# ddr3_user_port_arbiter_flat

Figure 1. Where the registers sit (ddr3_user_port_arbiter_flat).
The bar under the picture is 20 microns long. Other sequential cells in the stronger grey, the rest of the logic in the fainter grey.
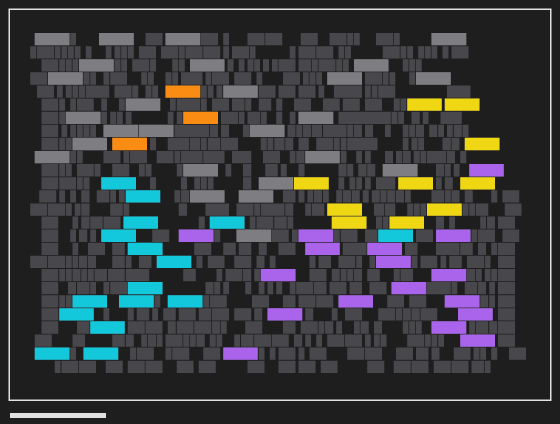

File: src/rtl/ddr3_user_port_arbiter_if.sv
// Bundle of the arbiter's request, response and controller-side signals.
//
// Request handshake: a request transfers on the rising clk edge where
// pN_req_valid && pN_req_ready are both high. Ready is offered only in IDLE,
// only to the granted port, and only while that port is valid. A requester
// holds write/addr/wdata stable while valid is high and no transfer has
// happened yet. Responses are one-cycle rsp_valid pulses and cannot be stalled.
interface ddr3_user_port_arbiter_if #(
   parameter int ADDR_W       = 17,
   parameter int DQ_W         = 16,
   parameter int STATE_W      = 5,
   parameter int MAX_POSTPONE = 8
);
   localparam int EC_W = $clog2(MAX_POSTPONE) + 1;

   logic              p0_req_valid;
   logic              p0_req_ready;
   logic              p0_req_write;
   logic [ADDR_W-1:0] p0_req_addr;
   logic [DQ_W-1:0]   p0_req_wdata;

   logic              p1_req_valid;
   logic              p1_req_ready;
   logic              p1_req_write;
   logic [ADDR_W-1:0] p1_req_addr;
   logic [DQ_W-1:0]   p1_req_wdata;

   logic              rsp_valid;
   logic              rsp_port;
   logic [DQ_W-1:0]   rsp_rdata;
   logic              rsp_error;

   logic              ctrl_write_enable;
   logic              ctrl_read_enable;
   logic [ADDR_W-1:0] ctrl_address;
   logic [DQ_W-1:0]   ctrl_wdata;
   logic [STATE_W-1:0] ctrl_main_state;
   logic [DQ_W-1:0]   ctrl_rdata;
   logic              ctrl_rdata_valid;
   logic [EC_W-1:0]   ctrl_extra_cycles;

   logic              busy;
   logic [1:0]        dbg_state;

   // Arbiter side.
   modport slave (
      input  p0_req_valid, p0_req_write, p0_req_addr, p0_req_wdata,
      input  p1_req_valid, p1_req_write, p1_req_addr, p1_req_wdata,
      output p0_req_ready, p1_req_ready,
      output rsp_valid, rsp_port, rsp_rdata, rsp_error,
      output ctrl_write_enable, ctrl_read_enable, ctrl_address, ctrl_wdata,
      input  ctrl_main_state, ctrl_rdata, ctrl_rdata_valid,
      output ctrl_extra_cycles, busy, dbg_state
   );

   // Requester / controller side.
   modport master (
      output p0_req_valid, p0_req_write, p0_req_addr, p0_req_wdata,
      output p1_req_valid, p1_req_write, p1_req_addr, p1_req_wdata,
      input  p0_req_ready, p1_req_ready,
      input  rsp_valid, rsp_port, rsp_rdata, rsp_error,
      input  ctrl_write_enable, ctrl_read_enable, ctrl_address, ctrl_wdata,
      output ctrl_main_state, ctrl_rdata, ctrl_rdata_valid,
      input  ctrl_extra_cycles, busy, dbg_state
   );
endinterface

File: src/rtl/ddr3_user_port_arbiter.sv
// Round-robin arbiter sharing the DDR3 controller user port between two
// requesters, one transaction in flight. The command is held until the
// controller's main_state shows it was consumed; reads then wait for data
// (or time out) and return a single response pulse tagged with the port.
module ddr3_user_port_arbiter #(
   parameter int ADDR_W           = 17,
   parameter int DQ_W             = 16,
   parameter int STATE_W          = 5,
   parameter int STATE_WRITE_DATA = 8,
   parameter int STATE_READ_DATA  = 11,
   parameter int MAX_POSTPONE     = 8,
   parameter int READ_TIMEOUT     = 1023
) (
   input logic                     clk,
   input logic                     reset,
   ddr3_user_port_arbiter_if.slave bus
);
   localparam int EC_W  = $clog2(MAX_POSTPONE) + 1;
   localparam int TMR_W = $clog2(READ_TIMEOUT + 1);

   typedef enum logic [1:0] {
      IDLE   = 2'd0,
      ISSUE  = 2'd1,
      RDWAIT = 2'd2,
      RESP   = 2'd3
   } state_t;

   state_t            state;
   state_t            state_n;
   logic              last_grant;
   logic              grant;
   logic              take;
   logic              accept;
   logic              rd_hit;
   logic              rd_timeout;
   logic              lat_write;
   logic              lat_port;
   logic [TMR_W-1:0]  timer;

   logic              sel_write;
   logic [ADDR_W-1:0] sel_addr;
   logic [DQ_W-1:0]   sel_wdata;

   logic              write_enable;
   logic              read_enable;
   logic [ADDR_W-1:0] address;
   logic [DQ_W-1:0]   wdata;
   logic              rsp_valid;
   logic              rsp_port;
   logic [DQ_W-1:0]   rsp_rdata;
   logic              rsp_error;
   logic [EC_W-1:0]   extra_cycles;
   logic [EC_W-1:0]   extra_n;
   logic [2:0]        demand;

   // Request fields of whichever port currently holds the grant.
   assign sel_write = grant ? bus.p1_req_write : bus.p0_req_write;
   assign sel_addr  = grant ? bus.p1_req_addr  : bus.p0_req_addr;
   assign sel_wdata = grant ? bus.p1_req_wdata : bus.p0_req_wdata;

   assign bus.p0_req_ready = ~reset & (state == IDLE) & ~grant & bus.p0_req_valid;
   assign bus.p1_req_ready = ~reset & (state == IDLE) &  grant & bus.p1_req_valid;

   assign bus.ctrl_write_enable = write_enable;
   assign bus.ctrl_read_enable  = read_enable;
   assign bus.ctrl_address      = address;
   assign bus.ctrl_wdata        = wdata;
   assign bus.rsp_valid         = rsp_valid;
   assign bus.rsp_port          = rsp_port;
   assign bus.rsp_rdata         = rsp_rdata;
   assign bus.rsp_error         = rsp_error;
   assign bus.ctrl_extra_cycles = extra_cycles;
   assign bus.busy              = (state != IDLE);
   assign bus.dbg_state         = state;

   // State register.
   always_ff @(posedge clk) begin
      if (reset) state <= IDLE;
      else       state <= state_n;
   end

   // Grant selection, command acceptance and next-state decode.
   always_comb begin
      state_n    = state;
      grant      = 1'b0;
      take       = 1'b0;
      accept     = 1'b0;
      rd_hit     = 1'b0;
      rd_timeout = 1'b0;
      if (bus.p0_req_valid && bus.p1_req_valid) grant = ~last_grant;
      else                                      grant = bus.p1_req_valid;
      case (state)
         IDLE: begin
            if (bus.p0_req_valid || bus.p1_req_valid) begin
               take    = 1'b1;
               state_n = ISSUE;
            end
         end
         ISSUE: begin
            // The enable is high for the whole of ISSUE, so a matching
            // main_state on any ISSUE cycle means the command was consumed.
            if (lat_write) accept = (bus.ctrl_main_state == STATE_W'(STATE_WRITE_DATA));
            else           accept = (bus.ctrl_main_state == STATE_W'(STATE_READ_DATA));
            if (accept) state_n = lat_write ? IDLE : RDWAIT;
         end
         RDWAIT: begin
            // Data arriving on the timeout cycle still counts as data.
            if (bus.ctrl_rdata_valid) begin
               rd_hit  = 1'b1;
               state_n = RESP;
            end else if (timer == TMR_W'(READ_TIMEOUT)) begin
               rd_timeout = 1'b1;
               state_n    = RESP;
            end
         end
         RESP:    state_n = IDLE;
         default: state_n = IDLE;
      endcase
   end

   // Outstanding demand seen by the controller, clamped to its postpone limit.
   always_comb begin
      demand = {2'b00, bus.p0_req_valid} + {2'b00, bus.p1_req_valid} + {2'b00, (state != IDLE)};
      if (32'(demand) > MAX_POSTPONE) extra_n = EC_W'(MAX_POSTPONE);
      else                            extra_n = EC_W'(demand);
   end

   // Latched command, controller strobes, read timer and response registers.
   always_ff @(posedge clk) begin
      if (reset) begin
         last_grant   <= 1'b1;
         lat_write    <= 1'b0;
         lat_port     <= 1'b0;
         timer        <= '0;
         write_enable <= 1'b0;
         read_enable  <= 1'b0;
         address      <= '0;
         wdata        <= '0;
         rsp_valid    <= 1'b0;
         rsp_port     <= 1'b0;
         rsp_rdata    <= '0;
         rsp_error    <= 1'b0;
         extra_cycles <= '0;
      end else begin
         rsp_valid    <= 1'b0;
         extra_cycles <= extra_n;
         case (state)
            IDLE: begin
               if (take) begin
                  lat_write    <= sel_write;
                  lat_port     <= grant;
                  last_grant   <= grant;
                  address      <= sel_addr;
                  wdata        <= sel_wdata;
                  write_enable <= sel_write;
                  read_enable  <= ~sel_write;
               end
            end
            ISSUE: begin
               if (accept) begin
                  write_enable <= 1'b0;
                  read_enable  <= 1'b0;
                  timer        <= '0;
               end
            end
            RDWAIT: begin
               timer <= timer + 1'b1;
               if (rd_hit) begin
                  rsp_valid <= 1'b1;
                  rsp_port  <= lat_port;
                  rsp_rdata <= bus.ctrl_rdata;
                  rsp_error <= 1'b0;
               end else if (rd_timeout) begin
                  rsp_valid <= 1'b1;
                  rsp_port  <= lat_port;
                  rsp_rdata <= '0;
                  rsp_error <= 1'b1;
               end
            end
            default: ;
         endcase
      end
   end
endmodule

File: src/flat_wrapper.sv
// flat-port wrapper written by rule: the top's interface ports become plain ports
module ddr3_user_port_arbiter_flat 
#(
   parameter int ADDR_W           = 17,
   parameter int DQ_W             = 16,
   parameter int STATE_W          = 5,
   parameter int STATE_WRITE_DATA = 8,
   parameter int STATE_READ_DATA  = 11,
   parameter int MAX_POSTPONE     = 8,
   parameter int READ_TIMEOUT     = 1023
)
  (clk, reset, bus_p0_req_valid, bus_p0_req_write, bus_p0_req_addr, bus_p0_req_wdata, bus_p1_req_valid, bus_p1_req_write, bus_p1_req_addr, bus_p1_req_wdata, bus_p0_req_ready, bus_p1_req_ready, bus_rsp_valid, bus_rsp_port, bus_rsp_rdata, bus_rsp_error, bus_ctrl_write_enable, bus_ctrl_read_enable, bus_ctrl_address, bus_ctrl_wdata, bus_ctrl_main_state, bus_ctrl_rdata, bus_ctrl_rdata_valid, bus_ctrl_extra_cycles, bus_busy, bus_dbg_state);
  ddr3_user_port_arbiter_if #(.ADDR_W(ADDR_W), .DQ_W(DQ_W), .STATE_W(STATE_W), .MAX_POSTPONE(MAX_POSTPONE)) bus_i ();
  input logic clk;
  input logic reset;
  input wire logic [$bits(bus_i.p0_req_valid)-1:0] bus_p0_req_valid;
  input wire logic [$bits(bus_i.p0_req_write)-1:0] bus_p0_req_write;
  input wire logic [$bits(bus_i.p0_req_addr)-1:0] bus_p0_req_addr;
  input wire logic [$bits(bus_i.p0_req_wdata)-1:0] bus_p0_req_wdata;
  input wire logic [$bits(bus_i.p1_req_valid)-1:0] bus_p1_req_valid;
  input wire logic [$bits(bus_i.p1_req_write)-1:0] bus_p1_req_write;
  input wire logic [$bits(bus_i.p1_req_addr)-1:0] bus_p1_req_addr;
  input wire logic [$bits(bus_i.p1_req_wdata)-1:0] bus_p1_req_wdata;
  output wire logic [$bits(bus_i.p0_req_ready)-1:0] bus_p0_req_ready;
  output wire logic [$bits(bus_i.p1_req_ready)-1:0] bus_p1_req_ready;
  output wire logic [$bits(bus_i.rsp_valid)-1:0] bus_rsp_valid;
  output wire logic [$bits(bus_i.rsp_port)-1:0] bus_rsp_port;
  output wire logic [$bits(bus_i.rsp_rdata)-1:0] bus_rsp_rdata;
  output wire logic [$bits(bus_i.rsp_error)-1:0] bus_rsp_error;
  output wire logic [$bits(bus_i.ctrl_write_enable)-1:0] bus_ctrl_write_enable;
  output wire logic [$bits(bus_i.ctrl_read_enable)-1:0] bus_ctrl_read_enable;
  output wire logic [$bits(bus_i.ctrl_address)-1:0] bus_ctrl_address;
  output wire logic [$bits(bus_i.ctrl_wdata)-1:0] bus_ctrl_wdata;
  input wire logic [$bits(bus_i.ctrl_main_state)-1:0] bus_ctrl_main_state;
  input wire logic [$bits(bus_i.ctrl_rdata)-1:0] bus_ctrl_rdata;
  input wire logic [$bits(bus_i.ctrl_rdata_valid)-1:0] bus_ctrl_rdata_valid;
  output wire logic [$bits(bus_i.ctrl_extra_cycles)-1:0] bus_ctrl_extra_cycles;
  output wire logic [$bits(bus_i.busy)-1:0] bus_busy;
  output wire logic [$bits(bus_i.dbg_state)-1:0] bus_dbg_state;
  assign bus_i.p0_req_valid = bus_p0_req_valid;
  assign bus_i.p0_req_write = bus_p0_req_write;
  assign bus_i.p0_req_addr = bus_p0_req_addr;
  assign bus_i.p0_req_wdata = bus_p0_req_wdata;
  assign bus_i.p1_req_valid = bus_p1_req_valid;
  assign bus_i.p1_req_write = bus_p1_req_write;
  assign bus_i.p1_req_addr = bus_p1_req_addr;
  assign bus_i.p1_req_wdata = bus_p1_req_wdata;
  assign bus_p0_req_ready = bus_i.p0_req_ready;
  assign bus_p1_req_ready = bus_i.p1_req_ready;
  assign bus_rsp_valid = bus_i.rsp_valid;
  assign bus_rsp_port = bus_i.rsp_port;
  assign bus_rsp_rdata = bus_i.rsp_rdata;
  assign bus_rsp_error = bus_i.rsp_error;
  assign bus_ctrl_write_enable = bus_i.ctrl_write_enable;
  assign bus_ctrl_read_enable = bus_i.ctrl_read_enable;
  assign bus_ctrl_address = bus_i.ctrl_address;
  assign bus_ctrl_wdata = bus_i.ctrl_wdata;
  assign bus_i.ctrl_main_state = bus_ctrl_main_state;
  assign bus_i.ctrl_rdata = bus_ctrl_rdata;
  assign bus_i.ctrl_rdata_valid = bus_ctrl_rdata_valid;
  assign bus_ctrl_extra_cycles = bus_i.ctrl_extra_cycles;
  assign bus_busy = bus_i.busy;
  assign bus_dbg_state = bus_i.dbg_state;
  ddr3_user_port_arbiter #(.ADDR_W(ADDR_W), .DQ_W(DQ_W), .STATE_W(STATE_W), .STATE_WRITE_DATA(STATE_WRITE_DATA), .STATE_READ_DATA(STATE_READ_DATA), .MAX_POSTPONE(MAX_POSTPONE), .READ_TIMEOUT(READ_TIMEOUT)) u_core (.clk(clk), .reset(reset), .bus(bus_i));
endmodule
File: config.mk
export PLATFORM = sky130hd
export DESIGN_NAME = ddr3_user_port_arbiter_flat
export DESIGN_NICKNAME = d
export VERILOG_FILES = /design/src/rtl/ddr3_user_port_arbiter_if.sv /design/src/rtl/ddr3_user_port_arbiter.sv /design/src/flat_wrapper.sv
export SDC_FILE = /design/constraint.sdc
export NUM_CORES = 1
export LEC_CHECK = 0
export ABC_AREA = 1
export CAP_MARGIN = 15
export CORE_ASPECT_RATIO = 0.7
export CORE_MARGIN = 4
export CORE_UTILIZATION = 45
export DETAILED_ROUTE_END_ITERATION = 12
export HOLD_SLACK_MARGIN = 0.05
export PLACE_DENSITY_LB_ADDON = 0.15
export SLEW_MARGIN = 40
export SYNTH_ARGS = -nofsm -noshare
export SYNTH_HDL_FRONTEND = slang
export SYNTH_SLANG_ARGS = --single-unit
File: constraint.sdc
create_clock -name clk -period 4.3 [get_ports clk]
set_input_delay 0.86 -clock clk [delete_from_list [all_inputs] [get_ports clk]]
set_output_delay 0.86 -clock clk [all_outputs]
set_load 0.03 [all_outputs]
# sa_job_launcher_flat

<file path="config.mk">
export PLATFORM = sky130hd
export DESIGN_NAME = sa_job_launcher_flat
export DESIGN_NICKNAME = d
export VERILOG_FILES = /design/src/rtl/sa_job_launcher_if.sv /design/src/rtl/sa_job_launcher.sv /design/src/flat_wrapper.sv
export SDC_FILE = /design/constraint.sdc
export NUM_CORES = 1
export LEC_CHECK = 0
export ABC_CLOCK_PERIOD_IN_PS = 8500
export CAP_MARGIN = 30
export CORE_MARGIN = 2
export CORE_UTILIZATION = 40
export CTS_BUF_LIST = sky130_fd_sc_hd__clkbuf_4
export DETAILED_ROUTE_END_ITERATION = 10
export PLACE_DENSITY_LB_ADDON = 0.12
export SYNTH_ARGS = -nofsm -noshare
export SYNTH_HDL_FRONTEND = slang
export SYNTH_SLANG_ARGS = --single-unit
</file>
<file path="constraint.sdc">
create_clock -name CLK -period 8.5 [get_ports CLK]
set_input_delay 1.275 -clock CLK [delete_from_list [all_inputs] [get_ports CLK]]
set_output_delay 1.275 -clock CLK [all_outputs]
set_load 0.01 [all_outputs]
</file>
<file path="src/rtl/sa_job_launcher_if.sv">
// Descriptor intake, array control and completion-report signals of the systolic-array job launcher.
interface sa_job_launcher_if #(
  parameter int MAX_M_SIZE_LOG2 = 9,
  parameter int MAX_K_SIZE_LOG2 = 9,
  parameter int MAX_N_SIZE_LOG2 = 9,
  parameter int CYC_BWIDTH      = 32
);
  logic                       JOB_VALID_in;
  logic                       JOB_READY_out;
  logic [MAX_M_SIZE_LOG2-1:0] JOB_M_in;
  logic [MAX_K_SIZE_LOG2-1:0] JOB_K_in;
  logic [MAX_N_SIZE_LOG2-1:0] JOB_N_in;
  logic                       START_out;
  logic [MAX_M_SIZE_LOG2-1:0] M_SIZE_out;
  logic [MAX_K_SIZE_LOG2-1:0] K_SIZE_out;
  logic [MAX_N_SIZE_LOG2-1:0] N_SIZE_out;
  logic                       STALL_out;
  logic                       IS_FINISHED_in;
  logic                       DONE_VALID_out;
  logic                       DONE_READY_in;
  logic [CYC_BWIDTH-1:0]      DONE_CYCLES_out;
  logic [1:0]                 DONE_STATUS_out;
  logic                       BUSY_out;
  logic [15:0]                JOB_COUNT_out;

  modport slave (
    input  JOB_VALID_in, JOB_M_in, JOB_K_in, JOB_N_in, IS_FINISHED_in, DONE_READY_in,
    output JOB_READY_out, START_out, M_SIZE_out, K_SIZE_out, N_SIZE_out, STALL_out,
           DONE_VALID_out, DONE_CYCLES_out, DONE_STATUS_out, BUSY_out, JOB_COUNT_out
  );

  modport master (
    output JOB_VALID_in, JOB_M_in, JOB_K_in, JOB_N_in, IS_FINISHED_in, DONE_READY_in,
    input  JOB_READY_out, START_out, M_SIZE_out, K_SIZE_out, N_SIZE_out, STALL_out,
           DONE_VALID_out, DONE_CYCLES_out, DONE_STATUS_out, BUSY_out, JOB_COUNT_out
  );
endinterface

</file>
<file path="src/rtl/sa_job_launcher.sv">
// Queues matrix-job descriptors and runs them one at a time on the systolic array; START 2 cycles after a push into an idle launcher.
// JOB_READY_out drops while the descriptor queue is full; a completion report holds until DONE_READY_in.
module sa_job_launcher #(
  parameter int MAX_M_SIZE_LOG2 = 9,
  parameter int MAX_K_SIZE_LOG2 = 9,
  parameter int MAX_N_SIZE_LOG2 = 9,
  parameter int FIFO_DEPTH_LOG2 = 2,
  parameter int CYC_BWIDTH      = 32,
  parameter int TIMEOUT_CYCLES  = 100000
) (
  input logic              CLK,
  input logic              RST,
  sa_job_launcher_if.slave bus
);
  localparam int DEPTH = 1 << FIFO_DEPTH_LOG2;
  localparam logic [FIFO_DEPTH_LOG2:0] DEPTH_CNT = (FIFO_DEPTH_LOG2 + 1)'(DEPTH);
  localparam logic [CYC_BWIDTH-1:0]    TIMEOUT   = CYC_BWIDTH'(TIMEOUT_CYCLES);
  localparam logic [1:0] STATUS_OK      = 2'b00;
  localparam logic [1:0] STATUS_TIMEOUT = 2'b01;
  localparam logic [1:0] STATUS_ZERO    = 2'b10;

  typedef struct packed {
    logic [MAX_M_SIZE_LOG2-1:0] m;
    logic [MAX_K_SIZE_LOG2-1:0] k;
    logic [MAX_N_SIZE_LOG2-1:0] n;
  } desc_t;

  typedef enum logic [1:0] {IDLE, LAUNCH, WAIT, REPORT} state_t;

  desc_t                      mem [DEPTH];
  desc_t                      job_dat;
  desc_t                      head;
  desc_t                      size_r;
  logic [FIFO_DEPTH_LOG2-1:0] wr_ptr;
  logic [FIFO_DEPTH_LOG2-1:0] rd_ptr;
  logic [FIFO_DEPTH_LOG2:0]   count;
  logic                       push;
  logic                       pop;
  logic                       head_zero;
  state_t                     state;
  logic [CYC_BWIDTH-1:0]      cyc_cnt;
  logic [CYC_BWIDTH-1:0]      cyc_next;
  logic                       start_r;
  logic                       done_vld_r;
  logic [CYC_BWIDTH-1:0]      done_cycles_r;
  logic [1:0]                 done_status_r;
  logic [15:0]                job_count_r;

  assign job_dat   = {bus.JOB_M_in, bus.JOB_K_in, bus.JOB_N_in};
  assign push      = bus.JOB_VALID_in && bus.JOB_READY_out;
  assign pop       = (state == IDLE) && (count != '0);
  assign head      = mem[rd_ptr];
  assign head_zero = (head.m == '0) || (head.k == '0) || (head.n == '0);
  assign cyc_next  = (&cyc_cnt) ? cyc_cnt : cyc_cnt + CYC_BWIDTH'(1);

  assign bus.JOB_READY_out   = (count < DEPTH_CNT);
  assign bus.START_out       = start_r;
  assign bus.M_SIZE_out      = size_r.m;
  assign bus.K_SIZE_out      = size_r.k;
  assign bus.N_SIZE_out      = size_r.n;
  assign bus.STALL_out       = 1'b0;
  assign bus.DONE_VALID_out  = done_vld_r;
  assign bus.DONE_CYCLES_out = done_cycles_r;
  assign bus.DONE_STATUS_out = done_status_r;
  assign bus.BUSY_out        = (state != IDLE) || (count != '0);
  assign bus.JOB_COUNT_out   = job_count_r;

  // Descriptor storage is not reset: pointers and occupancy decide what is visible.
  always_ff @(posedge CLK) begin
    if (push && !RST) begin
      mem[wr_ptr] <= job_dat;
    end
  end

  always_ff @(posedge CLK) begin
    if (RST) begin
      wr_ptr        <= '0;
      rd_ptr        <= '0;
      count         <= '0;
      state         <= IDLE;
      cyc_cnt       <= '0;
      start_r       <= 1'b0;
      done_vld_r    <= 1'b0;
      done_cycles_r <= '0;
      done_status_r <= STATUS_OK;
      size_r        <= '0;
      job_count_r   <= '0;
    end else begin
      if (push) wr_ptr <= wr_ptr + FIFO_DEPTH_LOG2'(1);
      if (pop)  rd_ptr <= rd_ptr + FIFO_DEPTH_LOG2'(1);
      case ({push, pop})
        2'b10:   count <= count + (FIFO_DEPTH_LOG2 + 1)'(1);
        2'b01:   count <= count - (FIFO_DEPTH_LOG2 + 1)'(1);
        default: count <= count;
      endcase

      start_r <= 1'b0;
      case (state)
        IDLE: begin
          if (pop) begin
            size_r <= head;
            if (head_zero) begin
              done_cycles_r <= '0;
              done_status_r <= STATUS_ZERO;
              done_vld_r    <= 1'b1;
              state         <= REPORT;
            end else begin
              start_r <= 1'b1;
              state   <= LAUNCH;
            end
          end
        end
        LAUNCH: begin
          cyc_cnt <= '0;
          state   <= WAIT;
        end
        WAIT: begin
          cyc_cnt <= cyc_next;
          // Completion in the timeout cycle still counts as a clean finish.
          if (bus.IS_FINISHED_in) begin
            done_cycles_r <= cyc_next;
            done_status_r <= STATUS_OK;
            done_vld_r    <= 1'b1;
            state         <= REPORT;
          end else if (cyc_next == TIMEOUT) begin
            done_cycles_r <= TIMEOUT;
            done_status_r <= STATUS_TIMEOUT;
            done_vld_r    <= 1'b1;
            state         <= REPORT;
          end
        end
        REPORT: begin
          if (bus.DONE_READY_in) begin
            done_vld_r  <= 1'b0;
            job_count_r <= job_count_r + 16'd1;
            state       <= IDLE;
          end
        end
        default: state <= IDLE;
      endcase
    end
  end
endmodule

</file>
<file path="src/flat_wrapper.sv">
// flat-port wrapper written by rule: the top's interface ports become plain ports
module sa_job_launcher_flat 
#(
  parameter int MAX_M_SIZE_LOG2 = 9,
  parameter int MAX_K_SIZE_LOG2 = 9,
  parameter int MAX_N_SIZE_LOG2 = 9,
  parameter int FIFO_DEPTH_LOG2 = 2,
  parameter int CYC_BWIDTH      = 32,
  parameter int TIMEOUT_CYCLES  = 100000
)
  (CLK, RST, bus_JOB_VALID_in, bus_JOB_M_in, bus_JOB_K_in, bus_JOB_N_in, bus_IS_FINISHED_in, bus_DONE_READY_in, bus_JOB_READY_out, bus_START_out, bus_M_SIZE_out, bus_K_SIZE_out, bus_N_SIZE_out, bus_STALL_out, bus_DONE_VALID_out, bus_DONE_CYCLES_out, bus_DONE_STATUS_out, bus_BUSY_out, bus_JOB_COUNT_out);
  sa_job_launcher_if #(.MAX_M_SIZE_LOG2(MAX_M_SIZE_LOG2), .MAX_K_SIZE_LOG2(MAX_K_SIZE_LOG2), .MAX_N_SIZE_LOG2(MAX_N_SIZE_LOG2), .CYC_BWIDTH(CYC_BWIDTH)) bus_i ();
  input logic CLK;
  input logic RST;
  input wire logic [$bits(bus_i.JOB_VALID_in)-1:0] bus_JOB_VALID_in;
  input wire logic [$bits(bus_i.JOB_M_in)-1:0] bus_JOB_M_in;
  input wire logic [$bits(bus_i.JOB_K_in)-1:0] bus_JOB_K_in;
  input wire logic [$bits(bus_i.JOB_N_in)-1:0] bus_JOB_N_in;
  input wire logic [$bits(bus_i.IS_FINISHED_in)-1:0] bus_IS_FINISHED_in;
  input wire logic [$bits(bus_i.DONE_READY_in)-1:0] bus_DONE_READY_in;
  output wire logic [$bits(bus_i.JOB_READY_out)-1:0] bus_JOB_READY_out;
  output wire logic [$bits(bus_i.START_out)-1:0] bus_START_out;
  output wire logic [$bits(bus_i.M_SIZE_out)-1:0] bus_M_SIZE_out;
  output wire logic [$bits(bus_i.K_SIZE_out)-1:0] bus_K_SIZE_out;
  output wire logic [$bits(bus_i.N_SIZE_out)-1:0] bus_N_SIZE_out;
  output wire logic [$bits(bus_i.STALL_out)-1:0] bus_STALL_out;
  output wire logic [$bits(bus_i.DONE_VALID_out)-1:0] bus_DONE_VALID_out;
  output wire logic [$bits(bus_i.DONE_CYCLES_out)-1:0] bus_DONE_CYCLES_out;
  output wire logic [$bits(bus_i.DONE_STATUS_out)-1:0] bus_DONE_STATUS_out;
  output wire logic [$bits(bus_i.BUSY_out)-1:0] bus_BUSY_out;
  output wire logic [$bits(bus_i.JOB_COUNT_out)-1:0] bus_JOB_COUNT_out;
  assign bus_i.JOB_VALID_in = bus_JOB_VALID_in;
  assign bus_i.JOB_M_in = bus_JOB_M_in;
  assign bus_i.JOB_K_in = bus_JOB_K_in;
  assign bus_i.JOB_N_in = bus_JOB_N_in;
  assign bus_i.IS_FINISHED_in = bus_IS_FINISHED_in;
  assign bus_i.DONE_READY_in = bus_DONE_READY_in;
  assign bus_JOB_READY_out = bus_i.JOB_READY_out;
  assign bus_START_out = bus_i.START_out;
  assign bus_M_SIZE_out = bus_i.M_SIZE_out;
  assign bus_K_SIZE_out = bus_i.K_SIZE_out;
  assign bus_N_SIZE_out = bus_i.N_SIZE_out;
  assign bus_STALL_out = bus_i.STALL_out;
  assign bus_DONE_VALID_out = bus_i.DONE_VALID_out;
  assign bus_DONE_CYCLES_out = bus_i.DONE_CYCLES_out;
  assign bus_DONE_STATUS_out = bus_i.DONE_STATUS_out;
  assign bus_BUSY_out = bus_i.BUSY_out;
  assign bus_JOB_COUNT_out = bus_i.JOB_COUNT_out;
  sa_job_launcher #(.MAX_M_SIZE_LOG2(MAX_M_SIZE_LOG2), .MAX_K_SIZE_LOG2(MAX_K_SIZE_LOG2), .MAX_N_SIZE_LOG2(MAX_N_SIZE_LOG2), .FIFO_DEPTH_LOG2(FIFO_DEPTH_LOG2), .CYC_BWIDTH(CYC_BWIDTH), .TIMEOUT_CYCLES(TIMEOUT_CYCLES)) u_core (.CLK(CLK), .RST(RST), .bus(bus_i));
endmodule
</file>
Figure 2. Where the registers sit (sa_job_launcher_flat).
The bar under the picture is 50 microns long. Other sequential cells in the stronger grey, the rest of the logic in the fainter grey.
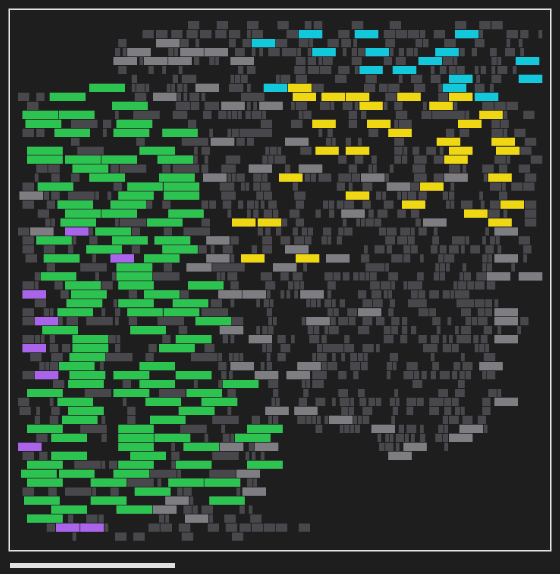
Key: purple = `u_core.bus.K_SIZE_out` [flops 9]; green = `u_core.mem` [flops 108]; yellow = `u_core.bus.DONE_CYCLES_out` [flops 32]; cyan = `u_core.bus.JOB_COUNT_out` [flops 16]

Figure 3. Selected gate families (sa_job_launcher_flat).
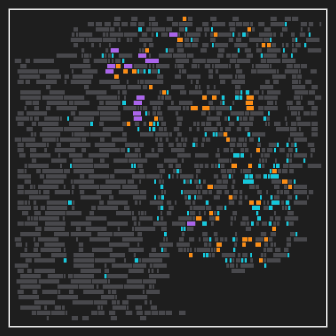
Key: purple = fa/ha/maj cells [cells 12, most used ha_1, where top centre]; orange = and/or cells [cells 48, most used and3_1]; cyan = nor cells [cells 131, most used nor2_1]
Commonest Layout Cell: nand2_1
Finished Layout Cells: 1448
Comb/total area: 33.4%

==> run_results.csv, sa_job_launcher_flat <==
group,metric,value,unit
outcome,outcome,"finished clean",
final_layout,layout.nets,1107,
yosys,synth.most_common_cell,"nand2_1",
clock_network,cts_buffers,60,
final_layout,layout.nonclk_buf_share,10.3,%
timing,hold_viol_final,0,
timing,grt_setup_unrepaired,"no",
final_layout,largest_register_ffs,108,
power,combPwrFrac,26.4,%
worst_setup_path,r2r_end,"u_core.bus.DONE_CYCLES_out[24]",
worst_setup_path,crit_chain,"nand4_1, nor4_2, nand3_2, a21o_1, a2111oi_0, nand4_1, o21ai_1, nand2_2, o41ai_1",
yosys,yosysUniqueCellTypes,64,
power,clk-power,0.948,mW
yosys,yosysWarnings,0,
global_route,met1_usage,25.2,%
final_layout,drive_above_1_share,15.2,%
job,warning_count,32,
yosys,netlist.area_leader.share,31.8,%
Figure 4. Port wiring (ddr3_user_port_arbiter_flat).
The bar under the picture is 20 microns long.
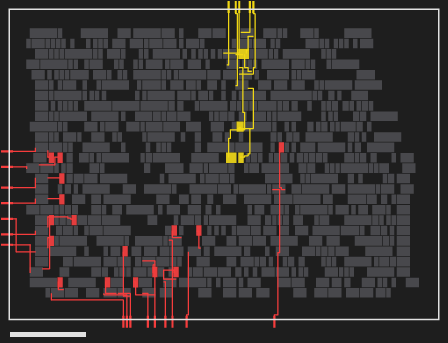
Key: yellow = `bus_ctrl_main_state` [bits 5, direction input, end cells 4, buffers 5, wire 150 microns]; red = `bus_p0_req_wdata` [bits 16, direction input, end cells 16, buffers 16, wire 327 microns]
Ports: 157
# port buffers: 155

Notes on Figure 1 above:
Key: orange = `u_core.bus.ctrl_extra_cycles` [flops 3]; yellow = `u_core.timer` [flops 10, where middle right]; cyan = `u_core.bus.ctrl_wdata` [flops 16]; purple = `u_core.bus.ctrl_address` [flops 17]
Another 26 sequential cells are not coloured.
sequential cell area share: 27.8%
sequential logic power: 0.734 mW
Final Util: 70.8%
FF/Latch Area: 1440 sq um

==> run_results.csv, ddr3_user_port_arbiter_flat <==
group,metric,value,unit
outcome,outcome,"finished clean",
global_route,grt_pass1_wl,16.2,mm
place,hpwl,7.19,mm
clock_network,cts_buffers,9,
final_layout,buffers,160,
final_layout,logic_gates,311,
global_route,met1_usage,23.2,%
yosys,synth.area.top_cells,"dfxtp_1 42%, nand2_1 12%, inv_1 9.4%",
clock_network,cts_tree,"yes",
power,combPwrFrac,25.9,%
routing,met2_length,4.90,mm
worst_setup_path,crit_arrival,2.69,ns
routing,top_layer_used,"met4",
die,chipWidth,112,microns
worst_setup_path,cp.depth,6,

## Gallery

Track usage over the die.
picture 1
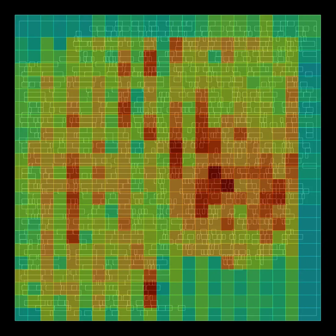
picture 2
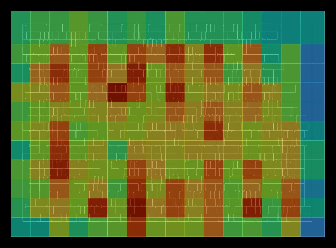
picture 1: sa_job_launcher_flat
picture 2: ddr3_user_port_arbiter_flat
Of these, highest utilization: picture 2
Of these, most wire per cell: picture 1



## Gallery

A small window of the routed layout.
Plate I
The bar under the picture is 10 microns long. Region (16, 8) to (41, 33) microns. Cells in grey, sequential cells in the stronger grey; small squares are vias.
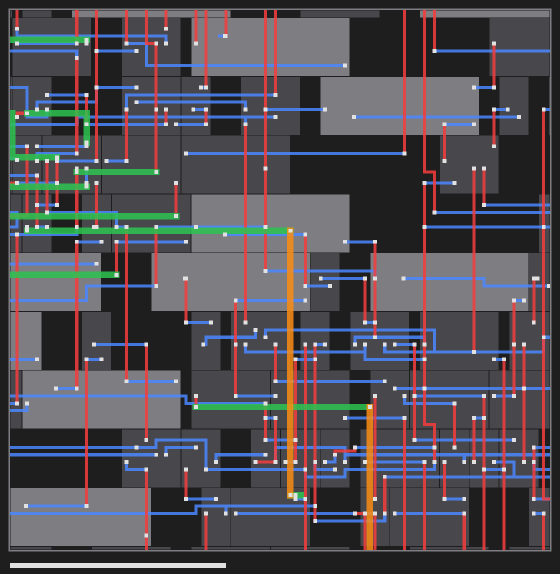
Plate II
The bar under the picture is 10 microns long. Region (28, 28) to (53, 53) microns. Cells in grey, sequential cells in the stronger grey; small squares are vias.
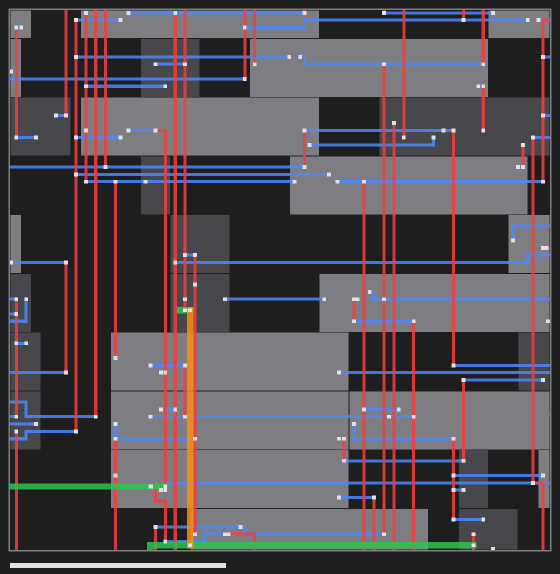
The one with the largest die is Plate II.
Plate II: sa_job_launcher_flat
Plate I: ddr3_user_port_arbiter_flat

Key to Plate I:
Key: blue = M1; orange = M4; green = M3; red = M2
Sequential cells in the window: 8. Netlist names of flops here include `u_core.bus.ctrl_wdata` (8). 51 logic cells have their middle in the window. Most frequent: clkdlybuf4s50_1 (12), nand2_1 (9).

Power and IR drop assume default switching activity.
